######## block 1 ########
Figure 1. Met1 routing (block 1).
Scale: 1 px per micron. Supply wires on this layer in gray.
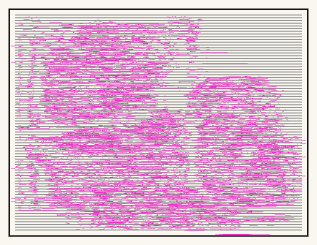

**src/rtl/lstm_cell_update.sv**
```systemverilog
// lstm_cell_update: hard sigmoid/tanh gate activation, cell-state update and hidden output.
// Define LSTM_CELL_SAT_EN to saturate the cell-state sum; by default it wraps.
module lstm_cell_update #(
  parameter int DATA_WIDTH  = 16,
  parameter int FRACT_WIDTH = 8
) (
  input  logic                         clk,
  input  logic                         rst,
  input  logic                         in_valid,
  output logic                         in_ready,
  input  logic signed [DATA_WIDTH-1:0] zi,
  input  logic signed [DATA_WIDTH-1:0] zf,
  input  logic signed [DATA_WIDTH-1:0] zo,
  input  logic signed [DATA_WIDTH-1:0] zg,
  input  logic                         c_load,
  input  logic signed [DATA_WIDTH-1:0] c_load_val,
  output logic                         out_valid,
  input  logic                         out_ready,
  output logic signed [DATA_WIDTH-1:0] h_out,
  output logic signed [DATA_WIDTH-1:0] c_out
);
  localparam int W  = DATA_WIDTH;
  localparam int W2 = 2 * DATA_WIDTH;
  localparam logic signed [W-1:0] ONE = W'(1 << FRACT_WIDTH);

  typedef enum logic [2:0] {IDLE, ACT, MUL, SUM, OUTM, DONE} state_t;

  function automatic logic signed [W-1:0] sig_h(input logic signed [W-1:0] x);
    logic signed [W-1:0] t;
    t = (x >>> 2) + (ONE >>> 1);
    return t[W-1] ? '0 : (t > ONE ? ONE : t);
  endfunction

  function automatic logic signed [W-1:0] tanh_h(input logic signed [W-1:0] x);
    return x < -ONE ? -ONE : (x > ONE ? ONE : x);
  endfunction

  function automatic logic signed [W-1:0] mul(input logic signed [W-1:0] a,
                                              input logic signed [W-1:0] b);
    logic signed [W2-1:0] p;
    p = W2'(a) * W2'(b);
    return W'(p >>> FRACT_WIDTH);
  endfunction

  state_t state_q, state_d;
  logic signed [W-1:0] zi_q, zf_q, zo_q, zg_q;
  logic signed [W-1:0] si_q, sf_q, so_q, tg_q;
  logic signed [W-1:0] pf_q, pi_q, tc_q;
  logic signed [W-1:0] c_q, h_q, co_q;
  logic signed [W-1:0] s_red;

`ifdef LSTM_CELL_SAT_EN
  logic signed [W:0] s;
  assign s     = (W + 1)'(pf_q) + (W + 1)'(pi_q);
  // overflow shows as the two top bits of the widened sum disagreeing
  assign s_red = s[W] != s[W-1] ? {s[W], {(W-1){~s[W]}}} : s[W-1:0];
`else
  assign s_red = pf_q + pi_q;
`endif

  assign in_ready  = state_q == IDLE;
  assign out_valid = state_q == DONE;
  assign h_out     = h_q;
  assign c_out     = co_q;

  always_comb begin
    state_d = state_q;
    case (state_q)
      IDLE:    state_d = in_valid ? ACT : IDLE;
      ACT:     state_d = MUL;
      MUL:     state_d = SUM;
      SUM:     state_d = OUTM;
      OUTM:    state_d = DONE;
      DONE:    state_d = out_ready ? IDLE : DONE;
      default: state_d = IDLE;
    endcase
  end

  always_ff @(posedge clk) begin
    if (rst) state_q <= IDLE;
    else state_q <= state_d;
  end

  always_ff @(posedge clk) begin
    if (rst) begin
      c_q  <= '0;
      h_q  <= '0;
      co_q <= '0;
    end else begin
      case (state_q)
        IDLE: begin
          if (c_load) c_q <= c_load_val;
          if (in_valid) begin
            zi_q <= zi;
            zf_q <= zf;
            zo_q <= zo;
            zg_q <= zg;
          end
        end
        ACT: begin
          si_q <= sig_h(zi_q);
          sf_q <= sig_h(zf_q);
          so_q <= sig_h(zo_q);
          tg_q <= tanh_h(zg_q);
        end
        MUL: begin
          pf_q <= mul(sf_q, c_q);
          pi_q <= mul(si_q, tg_q);
        end
        SUM: begin
          c_q  <= s_red;
          tc_q <= tanh_h(s_red);
        end
        OUTM: begin
          h_q  <= mul(so_q, tc_q);
          co_q <= c_q;
        end
        default: ;
      endcase
    end
  end
endmodule

```
**config.mk**
```make
export PLATFORM = sky130hd
export DESIGN_NAME = lstm_cell_update
export DESIGN_NICKNAME = d
export VERILOG_FILES = /design/src/rtl/lstm_cell_update.sv
export SDC_FILE = /design/constraint.sdc
export NUM_CORES = 2
export LEC_CHECK = 0
export ABC_AREA = 1
export CAP_MARGIN = 20
export CORE_ASPECT_RATIO = 0.75
export CORE_MARGIN = 5
export CORE_UTILIZATION = 50
export DETAILED_ROUTE_END_ITERATION = 8
export PLACE_DENSITY = 0.7
export SETUP_SLACK_MARGIN = 0.5
export SLEW_MARGIN = 5
export SYNTH_ARGS = -nofsm -noshare
export SYNTH_HDL_FRONTEND = slang
export SYNTH_SLANG_ARGS = --single-unit
```
**constraint.sdc**
```tcl
create_clock -name clk -period 14.4 [get_ports clk]
set_clock_uncertainty 0.1 [all_clocks]
set_input_delay 2.88 -clock clk [delete_from_list [all_inputs] [get_ports clk]]
set_output_delay 2.88 -clock clk [all_outputs]
set_load 0.01 [all_outputs]
```
######## block 2 ########
$ cat src/rtl/seg7_pkg.sv
// Package seg7_pkg: shared types, constants and the BCD-to-segment function
// for the calendar-clock 7-segment scan stage.
//   scan_state_t   two-phase scan FSM (blank interval / digit lit)
//   digit indices  SEC_U .. YEAR_TH, position of each field in the packed BCD bus
//   DP_MASK        digits whose decimal point is lit (hh.mm.ss and dd.mm.yyyy)
//   bcd_to_seg7    nibble -> {g,f,e,d,c,b,a}, active-high; nibbles >9 map to all-off
package seg7_pkg;

  typedef enum logic {
    S_BLANK,
    S_SHOW
  } scan_state_t;

  localparam int unsigned SEC_U      = 0;
  localparam int unsigned SEC_T      = 1;
  localparam int unsigned MIN_U      = 2;
  localparam int unsigned MIN_T      = 3;
  localparam int unsigned HOUR_U     = 4;
  localparam int unsigned HOUR_T     = 5;
  localparam int unsigned DAY_U      = 6;
  localparam int unsigned DAY_T      = 7;
  localparam int unsigned MON_U      = 8;
  localparam int unsigned MON_T      = 9;
  localparam int unsigned YEAR_U     = 10;
  localparam int unsigned YEAR_T     = 11;
  localparam int unsigned YEAR_H     = 12;
  localparam int unsigned YEAR_TH    = 13;
  localparam int unsigned DIGITS_MAX = 14;

  // Bits 2,4 separate hh.mm.ss; bits 6,8 separate dd.mm.yyyy.
  localparam logic [DIGITS_MAX-1:0] DP_MASK = 14'h0154;

  function automatic logic [6:0] bcd_to_seg7(input logic [3:0] bcd);
    logic [6:0] s;
    case (bcd)
      4'd0:    s = 7'b0111111;
      4'd1:    s = 7'b0000110;
      4'd2:    s = 7'b1011011;
      4'd3:    s = 7'b1001111;
      4'd4:    s = 7'b1100110;
      4'd5:    s = 7'b1101101;
      4'd6:    s = 7'b1111101;
      4'd7:    s = 7'b0000111;
      4'd8:    s = 7'b1111111;
      4'd9:    s = 7'b1101111;
      default: s = 7'b0000000;
    endcase
    return s;
  endfunction

endpackage

$ cat src/rtl/seg7_decode.sv
// seg7_decode: combinational BCD -> 7-segment decoder.
//   bcd  in  4  BCD nibble
//   seg  out 7  {g,f,e,d,c,b,a}, active-high, all-off for nibbles above 9
module seg7_decode
  import seg7_pkg::*;
(
  input  logic [3:0] bcd,
  output logic [6:0] seg
);

  always_comb begin
    seg = bcd_to_seg7(bcd);
  end

endmodule

$ cat src/rtl/seg7_scan_mux.sv
// seg7_scan_mux: time-multiplexes packed BCD time/date digits onto one shared
// 7-segment bus. New digits land in a shadow register and are copied to the
// display register only at frame start, so a frame never shows a torn update.
// Every digit is preceded by a blanking interval with all anodes off.
//   clk           in   1             system clock, posedge
//   rst           in   1             asynchronous reset, active-high
//   digits_bcd    in   4*NUM_DIGITS  packed BCD, digit 0 = seconds units
//   digits_valid  in   1             strobe: capture digits_bcd into shadow
//   seg           out  7             segments {g,f,e,d,c,b,a}, active-high
//   dp            out  1             decimal point, active-high
//   an            out  NUM_DIGITS    one-hot digit enable, zero while blanking
//   frame_start   out  1             pulse on the cycle the display register reloads
// Build option: define SEG7_SCAN_LZB_EN for leading-zero blanking of the
// year digits 13..11 (digit 10 always shown).
module seg7_scan_mux
  import seg7_pkg::*;
#(
  parameter int unsigned NUM_DIGITS   = 14,
  parameter int unsigned REFRESH_DIV  = 1000,
  parameter int unsigned BLANK_CYCLES = 16
) (
  input  logic                    clk,
  input  logic                    rst,
  input  logic [4*NUM_DIGITS-1:0] digits_bcd,
  input  logic                    digits_valid,
  output logic [6:0]              seg,
  output logic                    dp,
  output logic [NUM_DIGITS-1:0]   an,
  output logic                    frame_start
);

  localparam int unsigned IDX_W   = (NUM_DIGITS > 1) ? $clog2(NUM_DIGITS) : 1;
  localparam int unsigned CNT_MAX = (REFRESH_DIV > BLANK_CYCLES) ? REFRESH_DIV : BLANK_CYCLES;
  localparam int unsigned CNT_W   = (CNT_MAX > 1) ? $clog2(CNT_MAX) : 1;

  localparam logic [CNT_W-1:0] BLANK_LAST = CNT_W'(BLANK_CYCLES - 1);
  localparam logic [CNT_W-1:0] SHOW_LAST  = CNT_W'(REFRESH_DIV - 1);
  localparam logic [IDX_W-1:0] IDX_LAST   = IDX_W'(NUM_DIGITS - 1);

  scan_state_t               state_q, state_d;
  logic [CNT_W-1:0]          cnt_q, cnt_d;
  logic [IDX_W-1:0]          idx_q, idx_d;
  logic [4*NUM_DIGITS-1:0]   shadow_q, shadow_d;
  logic [4*NUM_DIGITS-1:0]   display_q, display_d;
  logic [6:0]                seg_q, seg_d;
  logic                      dp_q, dp_d;
  logic [NUM_DIGITS-1:0]     an_q, an_d;
  logic                      frame_start_q, frame_start_d;

  logic [3:0]                cur_bcd;
  logic [6:0]                dec_seg;
  logic                      dp_bit;
  logic                      lzb_blank;

  // Digit selected by the current index, taken from the display register.
  always_comb begin
    cur_bcd = '0;
    for (int unsigned i = 0; i < NUM_DIGITS; i++) begin
      if (idx_q == IDX_W'(i)) begin
        cur_bcd = display_q[4*i +: 4];
      end
    end
  end

  always_comb begin
    dp_bit = 1'b0;
    for (int unsigned i = 0; i < DIGITS_MAX; i++) begin
      if (i < NUM_DIGITS && idx_q == IDX_W'(i)) begin
        dp_bit = DP_MASK[i];
      end
    end
  end

  seg7_decode u_decode (
    .bcd (cur_bcd),
    .seg (dec_seg)
  );

`ifdef SEG7_SCAN_LZB_EN
  generate
    if (NUM_DIGITS >= DIGITS_MAX) begin : g_lzb
      logic th_zero, h_zero, t_zero;
      // A year digit is blanked only when it and every more significant year
      // digit are zero, so zeros are suppressed from the top down.
      always_comb begin
        th_zero   = (display_q[4*YEAR_TH +: 4] == 4'd0);
        h_zero    = th_zero & (display_q[4*YEAR_H +: 4] == 4'd0);
        t_zero    = h_zero  & (display_q[4*YEAR_T +: 4] == 4'd0);
        lzb_blank = ((idx_q == IDX_W'(YEAR_TH)) & th_zero) |
                    ((idx_q == IDX_W'(YEAR_H))  & h_zero)  |
                    ((idx_q == IDX_W'(YEAR_T))  & t_zero);
      end
    end else begin : g_no_lzb
      always_comb begin
        lzb_blank = 1'b0;
      end
    end
  endgenerate
`else
  always_comb begin
    lzb_blank = 1'b0;
  end
`endif

  always_comb begin
    state_d       = state_q;
    cnt_d         = cnt_q + 1'b1;
    idx_d         = idx_q;
    display_d     = display_q;
    frame_start_d = 1'b0;
    shadow_d      = digits_valid ? digits_bcd : shadow_q;

    case (state_q)
      S_BLANK: begin
        if (cnt_q == BLANK_LAST) begin
          state_d = S_SHOW;
          cnt_d   = '0;
        end
      end
      S_SHOW: begin
        if (cnt_q == SHOW_LAST) begin
          state_d = S_BLANK;
          cnt_d   = '0;
          if (idx_q == IDX_LAST) begin
            // Frame start: reload from the pre-edge shadow, so a strobe on
            // this same edge is deferred to the following frame.
            idx_d         = '0;
            display_d     = shadow_q;
            frame_start_d = 1'b1;
          end else begin
            idx_d = idx_q + 1'b1;
          end
        end
      end
      default: begin
        state_d = S_BLANK;
        cnt_d   = '0;
      end
    endcase

    // Outputs are registered from the next state. The index only advances on
    // SHOW->BLANK, so on entry to S_SHOW idx_q already names the digit to light.
    an_d  = '0;
    seg_d = '0;
    dp_d  = 1'b0;
    if (state_d == S_SHOW) begin
      an_d  = NUM_DIGITS'(1) << idx_q;
      seg_d = lzb_blank ? 7'b0000000 : dec_seg;
      dp_d  = dp_bit;
    end
  end

  always_ff @(posedge clk or posedge rst) begin
    if (rst) begin
      state_q       <= S_BLANK;
      cnt_q         <= '0;
      idx_q         <= '0;
      shadow_q      <= '0;
      display_q     <= '0;
      seg_q         <= '0;
      dp_q          <= 1'b0;
      an_q          <= '0;
      frame_start_q <= 1'b0;
    end else begin
      state_q       <= state_d;
      cnt_q         <= cnt_d;
      idx_q         <= idx_d;
      shadow_q      <= shadow_d;
      display_q     <= display_d;
      seg_q         <= seg_d;
      dp_q          <= dp_d;
      an_q          <= an_d;
      frame_start_q <= frame_start_d;
    end
  end

  assign seg         = seg_q;
  assign dp          = dp_q;
  assign an          = an_q;
  assign frame_start = frame_start_q;

endmodule

$ cat config.mk
export PLATFORM = sky130hd
export DESIGN_NAME = seg7_scan_mux
export DESIGN_NICKNAME = d
export VERILOG_FILES = /design/src/rtl/seg7_pkg.sv /design/src/rtl/seg7_decode.sv /design/src/rtl/seg7_scan_mux.sv
export SDC_FILE = /design/constraint.sdc
export NUM_CORES = 1
export LEC_CHECK = 0
export CORE_UTILIZATION = 55
export DETAILED_ROUTE_END_ITERATION = 12
export PLACE_DENSITY_LB_ADDON = 0.1
export SYNTH_ARGS = -nofsm -noshare
export SYNTH_HDL_FRONTEND = slang
export SYNTH_SLANG_ARGS = --single-unit
export TNS_END_PERCENT = 50
$ cat constraint.sdc
create_clock -name clk -period 6.7 [get_ports clk]
set_clock_uncertainty 0.05 [all_clocks]
set_input_delay 1.675 -clock clk [delete_from_list [all_inputs] [get_ports clk]]
set_output_delay 1.675 -clock clk [all_outputs]
set_load 0.05 [all_outputs]
######## block 3 ########
$ cat src/rtl/ecap5_dproc_pkg.sv
// Shared types and constants for the load/store stage of the data processor.
package ecap5_dproc_pkg;

    typedef enum logic [1:0] {
        LS_IDLE     = 2'd0,
        LS_REQUEST  = 2'd1,
        LS_WAIT_ACK = 2'd2
    } loadstore_state_t;

    localparam logic [3:0] LS_SEL_BYTE = 4'b0001;
    localparam logic [3:0] LS_SEL_HALF = 4'b0011;
    localparam logic [3:0] LS_SEL_WORD = 4'b1111;

    // An access is misaligned when its lanes would spill past byte lane 3.
    function automatic logic ls_is_misaligned(input logic [3:0] size, input logic [1:0] ofs);
        return ((size == LS_SEL_HALF) && (ofs == 2'd3)) ||
               ((size == LS_SEL_WORD) && (ofs != 2'd0));
    endfunction

endpackage

$ cat src/rtl/loadstore_align.sv
// Combinational lane logic: store data replication / select shift and
// load data extraction with sign or zero extension.
module loadstore_align
    import ecap5_dproc_pkg::*;
(
    input  logic [31:0] st_data,
    input  logic [3:0]  st_size,
    input  logic [1:0]  st_ofs,
    output logic [31:0] st_dat,
    output logic [3:0]  st_sel,
    input  logic [31:0] ld_raw,
    input  logic [3:0]  ld_size,
    input  logic [1:0]  ld_ofs,
    input  logic        ld_unsigned,
    output logic [31:0] ld_data
);

    logic [31:0] ld_shifted;

    always_comb begin
        st_sel = st_size << st_ofs;
        case (st_size)
            LS_SEL_BYTE: st_dat = {4{st_data[7:0]}};
            LS_SEL_HALF: st_dat = {2{st_data[15:0]}};
            default:     st_dat = st_data;
        endcase
    end

    always_comb begin
        ld_shifted = ld_raw >> {ld_ofs, 3'b000};
        case (ld_size)
            LS_SEL_BYTE: ld_data = {{24{~ld_unsigned & ld_shifted[7]}}, ld_shifted[7:0]};
            LS_SEL_HALF: ld_data = {{16{~ld_unsigned & ld_shifted[15]}}, ld_shifted[15:0]};
            default:     ld_data = ld_shifted;
        endcase
    end

endmodule

$ cat src/rtl/loadstore.sv
// Memory stage: one pipelined Wishbone B4 transaction per load/store, pass-through otherwise.
// Optional alignment check enabled by defining LOADSTORE_ALIGN_CHECK_EN (adds misaligned_o).
module loadstore
    import ecap5_dproc_pkg::*;
(
    input  logic        clk_i,
    input  logic        rst_ni,
    output logic        input_ready_o,
    input  logic        input_valid_i,
    input  logic [31:0] result_i,
    input  logic        ls_enable_i,
    input  logic        ls_write_i,
    input  logic [31:0] ls_write_data_i,
    input  logic [3:0]  ls_sel_i,
    input  logic        ls_unsigned_load_i,
    input  logic        reg_write_i,
    input  logic [4:0]  reg_addr_i,
    input  logic        output_ready_i,
    output logic        output_valid_o,
    output logic        reg_write_o,
    output logic [4:0]  reg_addr_o,
    output logic [31:0] reg_data_o,
    output logic [31:0] wb_adr_o,
    output logic [31:0] wb_dat_o,
    output logic [3:0]  wb_sel_o,
    output logic        wb_we_o,
    output logic        wb_stb_o,
    output logic        wb_cyc_o,
    input  logic [31:0] wb_dat_i,
    input  logic        wb_ack_i,
    input  logic        wb_stall_i,
    output logic [1:0]  debug_state_o
`ifdef LOADSTORE_ALIGN_CHECK_EN
    ,
    output logic        misaligned_o
`endif
);

    // Handshake: an instruction transfers on a cycle where input_valid_i and
    // input_ready_o are both high; ready is only offered in IDLE when write-back
    // can accept, so output_valid_o is a single-cycle pulse never needing a hold.
    loadstore_state_t state;

    logic [3:0]  size_q;
    logic [1:0]  ofs_q;
    logic        unsigned_q;
    logic        write_q;
    logic        reg_write_q;
    logic [4:0]  reg_addr_q;

    logic        accept;
    logic        misaligned_req;
    logic        complete;
    logic [31:0] st_dat;
    logic [3:0]  st_sel;
    logic [31:0] ld_data;

    assign input_ready_o = rst_ni & (state == LS_IDLE) & output_ready_i;
    assign accept        = input_valid_i & input_ready_o;
    assign debug_state_o = state;

`ifdef LOADSTORE_ALIGN_CHECK_EN
    assign misaligned_req = ls_enable_i & ls_is_misaligned(ls_sel_i, result_i[1:0]);
`else
    assign misaligned_req = 1'b0;
`endif

    // Ack while still stalled does not complete; stb must first be taken.
    assign complete = ((state == LS_REQUEST) & ~wb_stall_i & wb_ack_i) |
                      ((state == LS_WAIT_ACK) & wb_ack_i);

    loadstore_align u_align (
        .st_data     (ls_write_data_i),
        .st_size     (ls_sel_i),
        .st_ofs      (result_i[1:0]),
        .st_dat      (st_dat),
        .st_sel      (st_sel),
        .ld_raw      (wb_dat_i),
        .ld_size     (size_q),
        .ld_ofs      (ofs_q),
        .ld_unsigned (unsigned_q),
        .ld_data     (ld_data)
    );

    always_ff @(posedge clk_i) begin
        if (!rst_ni) begin
            state          <= LS_IDLE;
            output_valid_o <= 1'b0;
            reg_write_o    <= 1'b0;
            reg_addr_o     <= '0;
            reg_data_o     <= '0;
            wb_adr_o       <= '0;
            wb_dat_o       <= '0;
            wb_sel_o       <= '0;
            wb_we_o        <= 1'b0;
            wb_stb_o       <= 1'b0;
            wb_cyc_o       <= 1'b0;
            size_q         <= '0;
            ofs_q          <= '0;
            unsigned_q     <= 1'b0;
            write_q        <= 1'b0;
            reg_write_q    <= 1'b0;
            reg_addr_q     <= '0;
`ifdef LOADSTORE_ALIGN_CHECK_EN
            misaligned_o   <= 1'b0;
`endif
        end else begin
            output_valid_o <= 1'b0;
            reg_write_o    <= 1'b0;
`ifdef LOADSTORE_ALIGN_CHECK_EN
            misaligned_o   <= 1'b0;
`endif
            case (state)
                LS_IDLE: begin
                    if (accept && !ls_enable_i) begin
                        output_valid_o <= 1'b1;
                        reg_write_o    <= reg_write_i;
                        reg_addr_o     <= reg_addr_i;
                        reg_data_o     <= result_i;
                    end else if (accept && misaligned_req) begin
                        output_valid_o <= 1'b1;
                        reg_addr_o     <= reg_addr_i;
`ifdef LOADSTORE_ALIGN_CHECK_EN
                        misaligned_o   <= 1'b1;
`endif
                    end else if (accept) begin
                        wb_adr_o    <= {result_i[31:2], 2'b00};
                        wb_dat_o    <= st_dat;
                        wb_sel_o    <= st_sel;
                        wb_we_o     <= ls_write_i;
                        wb_cyc_o    <= 1'b1;
                        wb_stb_o    <= 1'b1;
                        size_q      <= ls_sel_i;
                        ofs_q       <= result_i[1:0];
                        unsigned_q  <= ls_unsigned_load_i;
                        write_q     <= ls_write_i;
                        reg_write_q <= reg_write_i;
                        reg_addr_q  <= reg_addr_i;
                        state       <= LS_REQUEST;
                    end
                end
                LS_REQUEST: begin
                    if (!wb_stall_i) begin
                        wb_stb_o <= 1'b0;
                        if (!wb_ack_i) begin
                            state <= LS_WAIT_ACK;
                        end
                    end
                end
                LS_WAIT_ACK: ;
                default: state <= LS_IDLE;
            endcase

            if (complete) begin
                wb_cyc_o       <= 1'b0;
                wb_we_o        <= 1'b0;
                output_valid_o <= 1'b1;
                reg_write_o    <= reg_write_q & ~write_q;
                reg_addr_o     <= reg_addr_q;
                reg_data_o     <= ld_data;
                state          <= LS_IDLE;
            end
        end
    end

endmodule

$ cat config.mk
export PLATFORM = sky130hd
export DESIGN_NAME = loadstore
export DESIGN_NICKNAME = d
export VERILOG_FILES = /design/src/rtl/ecap5_dproc_pkg.sv /design/src/rtl/loadstore_align.sv /design/src/rtl/loadstore.sv
export SDC_FILE = /design/constraint.sdc
export NUM_CORES = 1
export LEC_CHECK = 0
export ABC_AREA = 1
export CORE_MARGIN = 2
export CORE_UTILIZATION = 40
export DETAILED_ROUTE_END_ITERATION = 6
export HOLD_SLACK_MARGIN = 0.05
export PLACE_DENSITY = 0.77
export SLEW_MARGIN = 25
export SYNTH_ARGS = -nofsm -noshare
export SYNTH_HDL_FRONTEND = slang
export SYNTH_SLANG_ARGS = --single-unit
$ cat constraint.sdc
create_clock -name clk_i -period 1.4 [get_ports clk_i]
set_clock_uncertainty 0.15 [all_clocks]
set_input_delay 0.14 -clock clk_i [delete_from_list [all_inputs] [get_ports clk_i]]
set_output_delay 0.14 -clock clk_i [all_outputs]
set_load 0.05 [all_outputs]
######## block 4 ########
File: src/rtl/multi_cycle_controller.sv
// multi_cycle_controller: control FSM for a multi-cycle ARM-subset datapath.
// Sequences fetch, decode, ALU, load/store and branch steps, keeps the NZCV
// flag register and faults on illegal encodings or a memory that never answers.
// Build macro MCC_BRANCH_LINK_EN: when defined, BRANCH with Instruction[24]=1
// also writes the return address (PC+4) to R14.
module multi_cycle_controller #(
    parameter int ALUCTRL_W = 3,
    parameter int WAIT_MAX  = 15
) (
    input  logic                 CLK,
    input  logic                 RST_N,
    input  logic [31:0]          Instruction,
    input  logic [3:0]           ALUFlags,
    input  logic                 MemReady,
    output logic                 PCWrite,
    output logic                 IRWrite,
    output logic                 MemRead,
    output logic                 MemWrite,
    output logic                 RegWrite,
    output logic                 AdrSrc,
    output logic [1:0]           ALUSrcA,
    output logic [1:0]           ALUSrcB,
    output logic [1:0]           ResultSrc,
    output logic [1:0]           ImmSrc,
    output logic [1:0]           RegSrc,
    output logic [ALUCTRL_W-1:0] ALUControl,
    output logic [3:0]           FLAGS,
    output logic [3:0]           State,
    output logic                 Fault
);

    // Memory handshake: while the FSM sits in an access state (FETCH, MEMRD,
    // MEMWR) it holds MemRead or MemWrite and AdrSrc steady; the access
    // completes on the rising CLK edge where MemReady is sampled high, and the
    // request is never withdrawn before then except by reset or timeout.

    typedef enum logic [3:0] {
        S_FETCH  = 4'd0,
        S_DECODE = 4'd1,
        S_MEMADR = 4'd2,
        S_MEMRD  = 4'd3,
        S_MEMWB  = 4'd4,
        S_MEMWR  = 4'd5,
        S_EXECR  = 4'd6,
        S_EXECI  = 4'd7,
        S_ALUWB  = 4'd8,
        S_BRANCH = 4'd9,
        S_FAULT  = 4'd10
    } state_t;

    // Counter holds completed wait cycles; it never needs to exceed WAIT_MAX-1.
    localparam int CNT_W = (WAIT_MAX < 2) ? 1 : $clog2(WAIT_MAX);
    localparam logic [CNT_W-1:0] WAIT_LAST = CNT_W'(WAIT_MAX - 1);

    state_t           state_q, state_d;
    logic [CNT_W-1:0] wait_q, wait_d;
    logic [3:0]       flags_q;
    logic             cond_ex_q;
    logic             cond_ok;
    logic [1:0]       alu_code;
    logic             alu_legal, alu_arith, is_cmp;
    logic             mem_wait, timeout;
    logic             flag_n, flag_z, flag_c, flag_v;
    logic             unused_bits;

    assign unused_bits = ^Instruction[19:0];
    assign {flag_n, flag_z, flag_c, flag_v} = flags_q;

    // Condition field evaluated against the registered flags.
    always_comb begin
        cond_ok = 1'b1;
        case (Instruction[31:28])
            4'b0000: cond_ok = flag_z;
            4'b0001: cond_ok = !flag_z;
            4'b0010: cond_ok = flag_c;
            4'b0011: cond_ok = !flag_c;
            4'b0100: cond_ok = flag_n;
            4'b0101: cond_ok = !flag_n;
            4'b0110: cond_ok = flag_v;
            4'b0111: cond_ok = !flag_v;
            4'b1000: cond_ok = flag_c && !flag_z;
            4'b1001: cond_ok = !flag_c || flag_z;
            4'b1010: cond_ok = (flag_n == flag_v);
            4'b1011: cond_ok = (flag_n != flag_v);
            4'b1100: cond_ok = !flag_z && (flag_n == flag_v);
            4'b1101: cond_ok = flag_z || (flag_n != flag_v);
            default: cond_ok = 1'b1;
        endcase
    end

    // Data-processing opcode decode; CMP shares SUB's ALU operation.
    always_comb begin
        alu_code  = 2'd0;
        alu_legal = 1'b1;
        alu_arith = 1'b0;
        is_cmp    = 1'b0;
        case (Instruction[24:21])
            4'b0100: begin alu_code = 2'd0; alu_arith = 1'b1; end
            4'b0010: begin alu_code = 2'd1; alu_arith = 1'b1; end
            4'b0000: alu_code = 2'd2;
            4'b1100: alu_code = 2'd3;
            4'b1010: begin alu_code = 2'd1; alu_arith = 1'b1; is_cmp = 1'b1; end
            default: alu_legal = 1'b0;
        endcase
    end

    assign mem_wait = ((state_q == S_FETCH) || (state_q == S_MEMRD) || (state_q == S_MEMWR))
                      && !MemReady;
    assign timeout  = mem_wait && (wait_q == WAIT_LAST);

    // Next state and datapath controls, decoded from the current state.
    always_comb begin
        state_d    = state_q;
        PCWrite    = 1'b0;
        IRWrite    = 1'b0;
        MemRead    = 1'b0;
        MemWrite   = 1'b0;
        RegWrite   = 1'b0;
        AdrSrc     = 1'b0;
        ALUSrcA    = 2'b00;
        ALUSrcB    = 2'b00;
        ResultSrc  = 2'b00;
        ImmSrc     = 2'b00;
        RegSrc     = 2'b00;
        ALUControl = '0;
        case (state_q)
            S_FETCH: begin
                MemRead   = 1'b1;
                ALUSrcA   = 2'b10;
                ALUSrcB   = 2'b10;
                ResultSrc = 2'b10;
                // Gate with RST_N so an async reset cannot leak a PC/IR write.
                if (MemReady && RST_N) begin
                    IRWrite = 1'b1;
                    PCWrite = 1'b1;
                end
                if (MemReady)     state_d = S_DECODE;
                else if (timeout) state_d = S_FAULT;
            end
            S_DECODE: begin
                if (!cond_ok) begin
                    state_d = S_FETCH;
                end else begin
                    case (Instruction[27:26])
                        2'b00:   state_d = !alu_legal ? S_FAULT :
                                           (Instruction[25] ? S_EXECI : S_EXECR);
                        2'b01:   state_d = S_MEMADR;
                        2'b10:   state_d = S_BRANCH;
                        default: state_d = S_FAULT;
                    endcase
                end
            end
            S_EXECR, S_EXECI: begin
                ALUControl = ALUCTRL_W'(alu_code);
                state_d    = is_cmp ? S_FETCH : S_ALUWB;
            end
            S_ALUWB: begin
                RegWrite = 1'b1;
                state_d  = S_FETCH;
            end
            S_MEMADR: begin
                ALUSrcB = 2'b01;
                state_d = Instruction[20] ? S_MEMRD : S_MEMWR;
            end
            S_MEMRD: begin
                MemRead = 1'b1;
                AdrSrc  = 1'b1;
                if (MemReady)     state_d = S_MEMWB;
                else if (timeout) state_d = S_FAULT;
            end
            S_MEMWB: begin
                RegWrite  = 1'b1;
                ResultSrc = 2'b01;
                state_d   = S_FETCH;
            end
            S_MEMWR: begin
                MemWrite = 1'b1;
                AdrSrc   = 1'b1;
                if (MemReady)     state_d = S_FETCH;
                else if (timeout) state_d = S_FAULT;
            end
            S_BRANCH: begin
                PCWrite   = 1'b1;
                ResultSrc = 2'b10;
                ALUSrcA   = 2'b01;
                ALUSrcB   = 2'b01;
                ImmSrc    = 2'b10;
`ifdef MCC_BRANCH_LINK_EN
                if (Instruction[24]) begin
                    RegWrite  = 1'b1;
                    RegSrc    = 2'b10;
                    ResultSrc = 2'b11;
                end
`endif
                state_d = S_FETCH;
            end
            S_FAULT: state_d = S_FAULT;
            default: state_d = S_FAULT;
        endcase
    end

    // Wait count restarts whenever the access ends or the state moves on.
    always_comb begin
        wait_d = '0;
        if (mem_wait && (state_d == state_q)) wait_d = wait_q + 1'b1;
    end

    // State register and memory wait counter.
    always_ff @(posedge CLK or negedge RST_N) begin
        if (!RST_N) begin
            state_q <= S_FETCH;
            wait_q  <= '0;
        end else begin
            state_q <= state_d;
            wait_q  <= wait_d;
        end
    end

    // Condition result is captured once per instruction, in DECODE.
    always_ff @(posedge CLK or negedge RST_N) begin
        if (!RST_N)                   cond_ex_q <= 1'b0;
        else if (state_q == S_DECODE) cond_ex_q <= cond_ok;
    end

    // Flag register: N,Z from every S-suffixed ALU op; C,V only from arithmetic.
    always_ff @(posedge CLK or negedge RST_N) begin
        if (!RST_N) begin
            flags_q <= 4'b0000;
        end else if (((state_q == S_EXECR) || (state_q == S_EXECI))
                     && cond_ex_q && Instruction[20]) begin
            flags_q[3:2] <= ALUFlags[3:2];
            if (alu_arith) flags_q[1:0] <= ALUFlags[1:0];
        end
    end

    assign FLAGS = flags_q;
    assign State = state_q;
    assign Fault = (state_q == S_FAULT);

endmodule

File: config.mk
export PLATFORM = sky130hd
export DESIGN_NAME = multi_cycle_controller
export DESIGN_NICKNAME = d
export VERILOG_FILES = /design/src/rtl/multi_cycle_controller.sv
export SDC_FILE = /design/constraint.sdc
export NUM_CORES = 1
export LEC_CHECK = 0
export ABC_CLOCK_PERIOD_IN_PS = 2800
export CAP_MARGIN = 15
export CORE_ASPECT_RATIO = 1.75
export CORE_UTILIZATION = 25
export DETAILED_ROUTE_END_ITERATION = 16
export PLACE_DENSITY_LB_ADDON = 0.05
export SETUP_SLACK_MARGIN = 0.15
export SYNTH_ARGS = -nofsm -noshare
export SYNTH_HDL_FRONTEND = slang
export SYNTH_SLANG_ARGS = --single-unit
File: constraint.sdc
create_clock -name CLK -period 2.8 [get_ports CLK]
set_input_delay 0.28 -clock CLK [delete_from_list [all_inputs] [get_ports CLK]]
set_output_delay 0.28 -clock CLK [all_outputs]
set_load 0.01 [all_outputs]
Figure 2. Cell area per tile (block 4).
Scale: 6 px per micron. The die is cut into 5 by 9 equal tiles; white is low, dark blue is high, 0 to 100% covered.
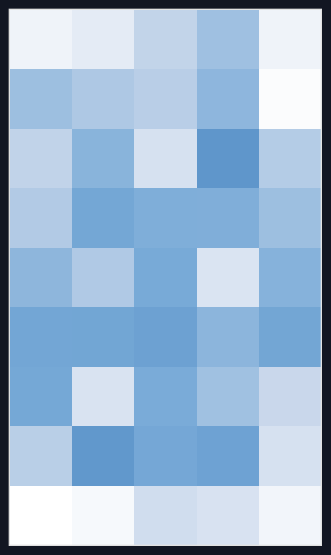
fullest tile = 58%
mean over tiles = 34%
nearly empty tiles = 4.4%
Init Core Util: 26.1%
fin util: 38.9%
core area: 0.00415 sq mm

==> run_results.csv, block 4 <==
group,metric,value,unit
run_status,status,"finished, final reports clean",
critical_path,cp_slowest_cell,"clkdlybuf4s50_1",
route,drt-total-wl,3.25,mm
critical_path,timing_worst_setup_path_type,"reg -> out",
yosys,ys_area,0.00108,sq mm
route,post-route-drc-count,0,
route,dr.pass1.iters,4,
critical_path,crit_chain,"nor4_1, buf_4, and3_1, or2_2, clkdlybuf4s50_1",
critical_path,cp_top_family,"buffers and inverters",
timing,rsz0062_at_grt,"no",
clock_tree,clk_pin_slew,50,ps
yosys,top_area_share,30.0,%
yosys,synth_area,0.00108,sq mm
clock_tree,cts_tree,"done",
yosys,ys_cells,130,
critical_path,r2r-end,"FLAGS[1]$_DFFE_PN0P_",
route,met1_length,1.18,mm
timing,post-route-min-period,2230,ps
floorplan,chipArea,0.00461,sq mm
clock_tree,cts_root_buf,"clkbuf_8",
yosys,ys_sh_adder,2.31,%
timing,period_used_share,79.5,%
route,ant_nets,0,
global_routing,gr-total-overflow,0,
yosys,yosys.area_share.simple,26.6,%
timing,tns,0,ps
floorplan,top_level_ports,67,
yosys,yosysMostFrequentCell,"nor2_1",
cells_and_area,seq_area,325,sq um
job,max_cap_violations,0,
cells_and_area,drive_gt1_share,11.9,%
yosys,syn_inst,130,
critical_path,startpoint,"State[2]$_DFF_PN0_",
clock_tree,cts_buffers,3,
clock_tree,clock_path_buffers,2,
job,warnings,47,
global_routing,grt_pass1_wl,5.30,mm
placement,hpwl,2.61,mm
cells_and_area,num-nets-final,218,
yosys,synth_warnings,0,
route,first_iter_violations,22,
cells_and_area,lay_top_count,"clkdlybuf4s50_1",
cells_and_area,n_antenna_cell,0,
route,top_layer,"met4",
block 4: where the power goes:
group / switching, mW / internal (mW)
registers: 0.0457 / 0.240
logic: 0.451 / 0.460
clock network: 0.0611 / 0.100
total: 0.558 / 0.800
block 4: final cells by class:
cell class	instances	area share (%)
tap	49	3.80
timing repair buffer	48	28.8
inverter	5	1.16
clock buffer	4	2.79
multi-input combinational	106	43.3
sequential	13	20.2
block 4: stage by stage:
step                      cell area [sq um]  setup slack [ps]  hold WS (ps)
final                                  1610               574           412
after global routing                   1610               457           432
after CTS                              1610               546           419
after detailed placement               1570               626           486
after global placement                 1570               653           467
after floorplan                        1090               888         -15.6
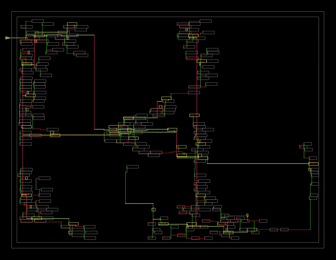
Figure 3: block 1, clock nets.
Clk. pwr: 608 uW
final-layout clock buffer total: 35
CTS buffer count: 25
clk latency late pin: 550 ps

Notes on Figure 1 above:
nets with wire on the layer = 4,383
share of all routed wire = 45%
wire length on this layer = 32.1 mm
met1 Resource Use GR: 31.0%
Routed WL: 70.9 mm
DR vias: 23,000

==> run_results.csv, block 1 <==
group,metric,value,unit
critical_path,cp_slowest_cell,"dfxtp_1",
critical_path,start_kind,"register",
cells_and_area,num-nets-final,4666,
global_routing,grt-busiest-layer,"met2",
global_routing,grt_pass1_vias,23700,
yosys,ys_cells,3820,
route,routedWlPerCell,15.2,microns
critical_path,endpoint_kind,"register",
power,pg_comb,4.65,mW
timing,fmax,161,MHz
run_status,status,"finished, final reports clean",
job,warnings,32,
clock_tree,cts-resized-gates,0,
worst_hold_path,holdCritPathClass,"reg -> reg",
cells_and_area,n_fill_cell,5741,
yosys,top_area_share,31.3,%
worst_hold_path,hold_depth,2,
cells_and_area,n_antenna_cell,0,
timing,tightest_slew,916,ps
placement,io_buffers,112,
yosys,ys_area,0.0309,sq mm
cells_and_area,inv_count,1142,
yosys,area_leaders,"fa_1, edfxtp_1, inv_1, nand2_1, ha_1",
power,p_comb_share,74.4,%
power,top_power_group,"combinational cells",
cells_and_area,sh_comb_area,60.1,%
yosys,yosys.area_share.simple,16.3,%
[block 1: stage by stage]
stage | instance area [sq um] | utilization [%] | power [mW] | setup WS [ps]
after CTS | 33400 | 54.2 | 6.29 | 8240
after detailed placement | 32700 | 53.0 | 5.64 | 8240
after global placement | 32600 | 52.9 | 5.58 | 8280
after floorplan | 31000 | - | 4.43 | 7990
after global routing | 33400 | 54.2 | 7.02 | 7890
final | 33400 | 54.2 | 6.25 | 8180
[block 1: worst min-delay path: cells and delay by family (launching register included)]
family	cells	cell delay [ps]
buf+inv	1	50
compound gates	1	90
flops	1	330
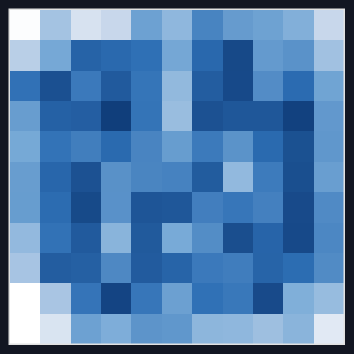
Figure 4: block 2, cell area per tile.
Scale: 3 px per micron. The die is cut into 11 by 11 equal tiles; white is low, dark blue is high, 0 to 100% covered.
tiles over 75% full = 34%
emptiest ninth of the die = bottom left
fullest tile = 95%
mean over tiles = 63%
nearly empty tiles = 2.5%

==> run_results.csv, block 2 <==
group,metric,value,unit
run_status,status,"complete, but fails checks",
clock_tree,h-tree-depth,4,
route,post-route-drc-count,16,
cells_and_area,seq_area_share,47.1,%
floorplan,chipArea,0.0124,sq mm
placement,post-place-ws,3090,ps
power,p_total,1.95,mW
yosys,ys_area,0.00656,sq mm
placement,hpwl,8.20,mm
route,first_iter_violations,287,
critical_path,cp_slowest_cell,"clkdlybuf4s50_1",
placement,io_buffers,81,
route,vias,4018,
yosys,synth.distinct_cells,63,
timing,tns,0,ps
placement,place_area,0.00742,sq mm
power,p_switching,402,uW
timing,hold_viol,0,
yosys,syn_area_per_cell,13.4,sq um
global_routing,grt_max_degree,90,
yosys,synth_seq_share,57.3,%
run_status,violations,"design-rule violations",
yosys,yosysMostFrequentCell,"dfrtp_1",
yosys,syn_nets,557,
critical_path,timing_worst_setup_path_type,"reg -> out",
critical_path,cp.depth,1,
global_routing,met1_usage,28.2,%
timing,fmax,303,MHz
global_routing,use_met3,6.72,%
route,top_layer,"met4",
job,max_cap_violations,0,
cells_and_area,n_antenna_cell,0,
cells_and_area,buffers,84,
critical_path,crit_path_max_incr_delay,810,ps
critical_path,endpoint_kind,"primary output",
yosys,synth_flops,150,
cells_and_area,largest_cell_class,"sequential cells",
clock_tree,cts-resized-gates,0,
critical_path,cp_max_fo,1,
floorplan,fp.dieW,111,microns
floorplan,fp_util,56.9,%
placement,gp_congestion,0.855,
cells_and_area,inv_count,10,
cells_and_area,sh_comb_area,32.7,%
cells_and_area,drive_gt1_share,26.0,%
global_routing,antenna_found_initial,0,
power,top_power_group,"sequential cells",
power,sw_frac_of_total,20.6,%
route,met1_length,5.38,mm
critical_path,rr_worst_depth,10,
==> block 2: flip-flops by register name, summed over array words and instances (netlist names) <==
name         flops
cnt_q           10
idx_q            4
state_q          1
shadow_q        56
an              14
frame_start      1
dp               1
display_q       56
seg              7
==> block 2: cells by family (layout without fill, tap and decap cells) <==
logic type	after synthesis	after routing	share of synthesized area (%)
adders and majority gates	8	8	1.53
xor gates and xnor gates	10	10	1.34
and+or+nand+nor	103	103	8.91
muxes	130	130	22.1
AOI/OAI and AO/OA	52	52	5.95
buffers and inverters	37	125	2.92
DFF	150	150	57.3
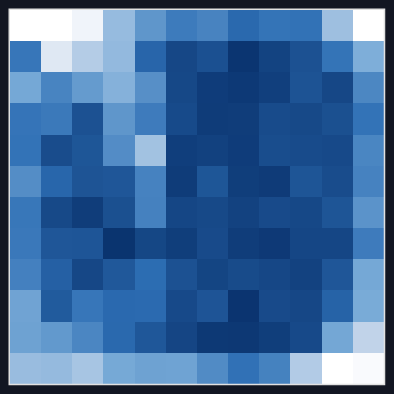
Figure 5: block 3, cell area per tile.
Scale: 3 px per micron. The die is cut into 12 by 12 equal tiles; white is low, dark blue is high, 0 to 100% covered.
nearly empty tiles = 2.8%
tiles over 75% full = 57%
mean over tiles = 73%
fullest tile = 99%
emptiest ninth of the die = top left

==> run_results.csv, block 3 <==
group,metric,value,unit
placement,place_area,0.00987,sq mm
run_status,violations,"negative setup slack",
yosys,ys_area,0.00582,sq mm
run_status,status,"complete, but fails checks",
route,vias,7928,
clock_tree,hold_buffers,0,
cells_and_area,logic_gates,611,
yosys,synth_seq_share,42.7,%
route,dr.pass1.iters,7,
placement,placed_cells,1287,
yosys,mux_share,0,%
cells_and_area,largest_cell_class,"non-clock buffers",
yosys,ys_sh_adder,0,%
route,post-route-drc-count,0,
floorplan,fp.dieW,125,microns
cells_and_area,utilization,80.6,%
cells_and_area,sh_comb_area,29.0,%
timing,tns,-16840,ps
clock_tree,clk_pin_slew,60,ps
yosys,synth-main-ff-cell,"dfxtp_1",
clock_tree,cts_setup_buffers,9,
timing,worst_slack,-322,ps
global_routing,grt_pass1_vias,7038,
yosys,syn_inst,850,
yosys,xor_area_share,0,%
timing,fmax,581,MHz
route,dr_wl_met3,3.67,mm
critical_path,endpoint_kind,"register",
cells_and_area,inv_count,58,
power,p_total,11.0,mW
timing,post-route-min-period,1720,ps
cells_and_area,flop-count,124,
timing,hold_slack,117,ps
critical_path,path_buffers,2,
cells_and_area,clk_share,5.46,%
timing,setup_violations,124,
global_routing,use_met3,9.45,%
route,drt-total-wl,29.1,mm
yosys,ys_cells,850,
timing,slew_violations,0,
yosys,synth_area,0.00582,sq mm
cells_and_area,num-nets-final,1262,
yosys,yosys.area_share.simple,28.1,%
critical_path,cp_slowest_cell,"dfxtp_4",
power,sw_frac_of_total,29.0,%
global_routing,grt_use_met2,52.9,%
placement,post-place-ws,-479,ps
yosys,synth_top_cell_by_area,"dfxtp_1",
clock_tree,clock_path_buffers,2,
floorplan,top_level_ports,228,
clock_tree,cts.sinks,124,
power,p_comb_share,21.9,%
floorplan,chipArea,0.0155,sq mm
[block 3: power groups by stage]
stage          clock network (mW)  logic [mW]  registers (mW)
2_1_floorplan                   0       0.574            4.17
3_3_place_gp                    0        2.03            3.85
3_5_place_dp                    0        2.05            3.86
4_1_cts                      4.78        2.16            3.79
5_1_grt                      4.98        2.50            3.81
6_report                     4.81        2.41            3.80
[block 3: state kept, by name, indices dropped and copies added, names as in the netlist, 2 cells and up]
signal and count:
debug_state_o 2, wb_sel_o 4, size_q 4, wb_dat_o 32
ofs_q 2, reg_addr_q 5, reg_data_o 32, wb_adr_o 30
reg_addr_o 5


==> gallery <==
Met1 routing.
picture 1
Scale: 2 px per micron. Supply wires on this layer in gray.
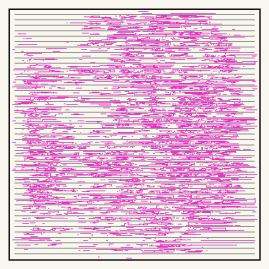
picture 2
Scale: 4 px per micron. Supply wires on this layer in gray.
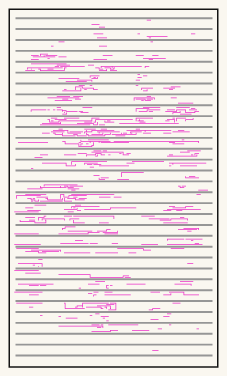
picture 3
Scale: 2 px per micron. Supply wires on this layer in gray.
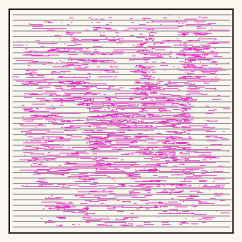
Block 2 is picture 3.
Block 4 is picture 2.
Block 3 is picture 1.


==> notes/layouts.md <==
Pictures saved along the way, in no particular order.

Routed clock nets over the placement.
image #1
Scale: 6 px per micron.
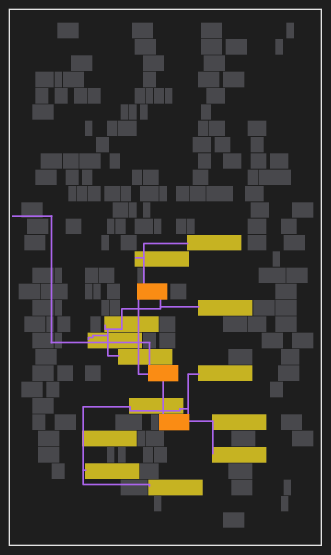
image #2
Scale: 3 px per micron.
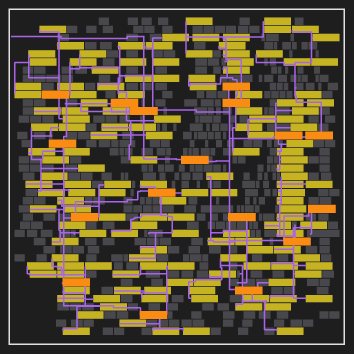
image #3
Scale: 1 px per micron.
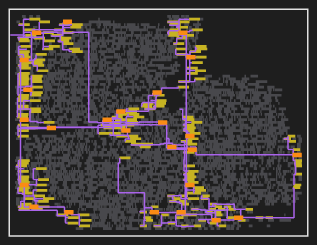
image #4
Scale: 3 px per micron.
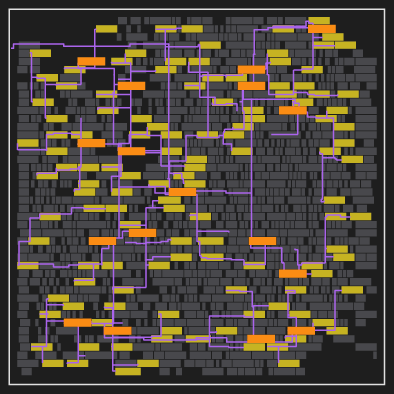
Of these, fewest sequential cells: image #1
Of these, most sequential cells: image #3
image #3 -> block 1
image #1 -> block 4
image #4 -> block 3
image #2 -> block 2

Key to image #2:
flip-flops -> yellow  # count 150
cells driving clock nets -> orange  # count 17
clock wires -> purple  # length 1,690 microns
flops lie = spread over the die
routed clock nets = 18

No activity file was given, so power comes from the tool's default toggle rates.
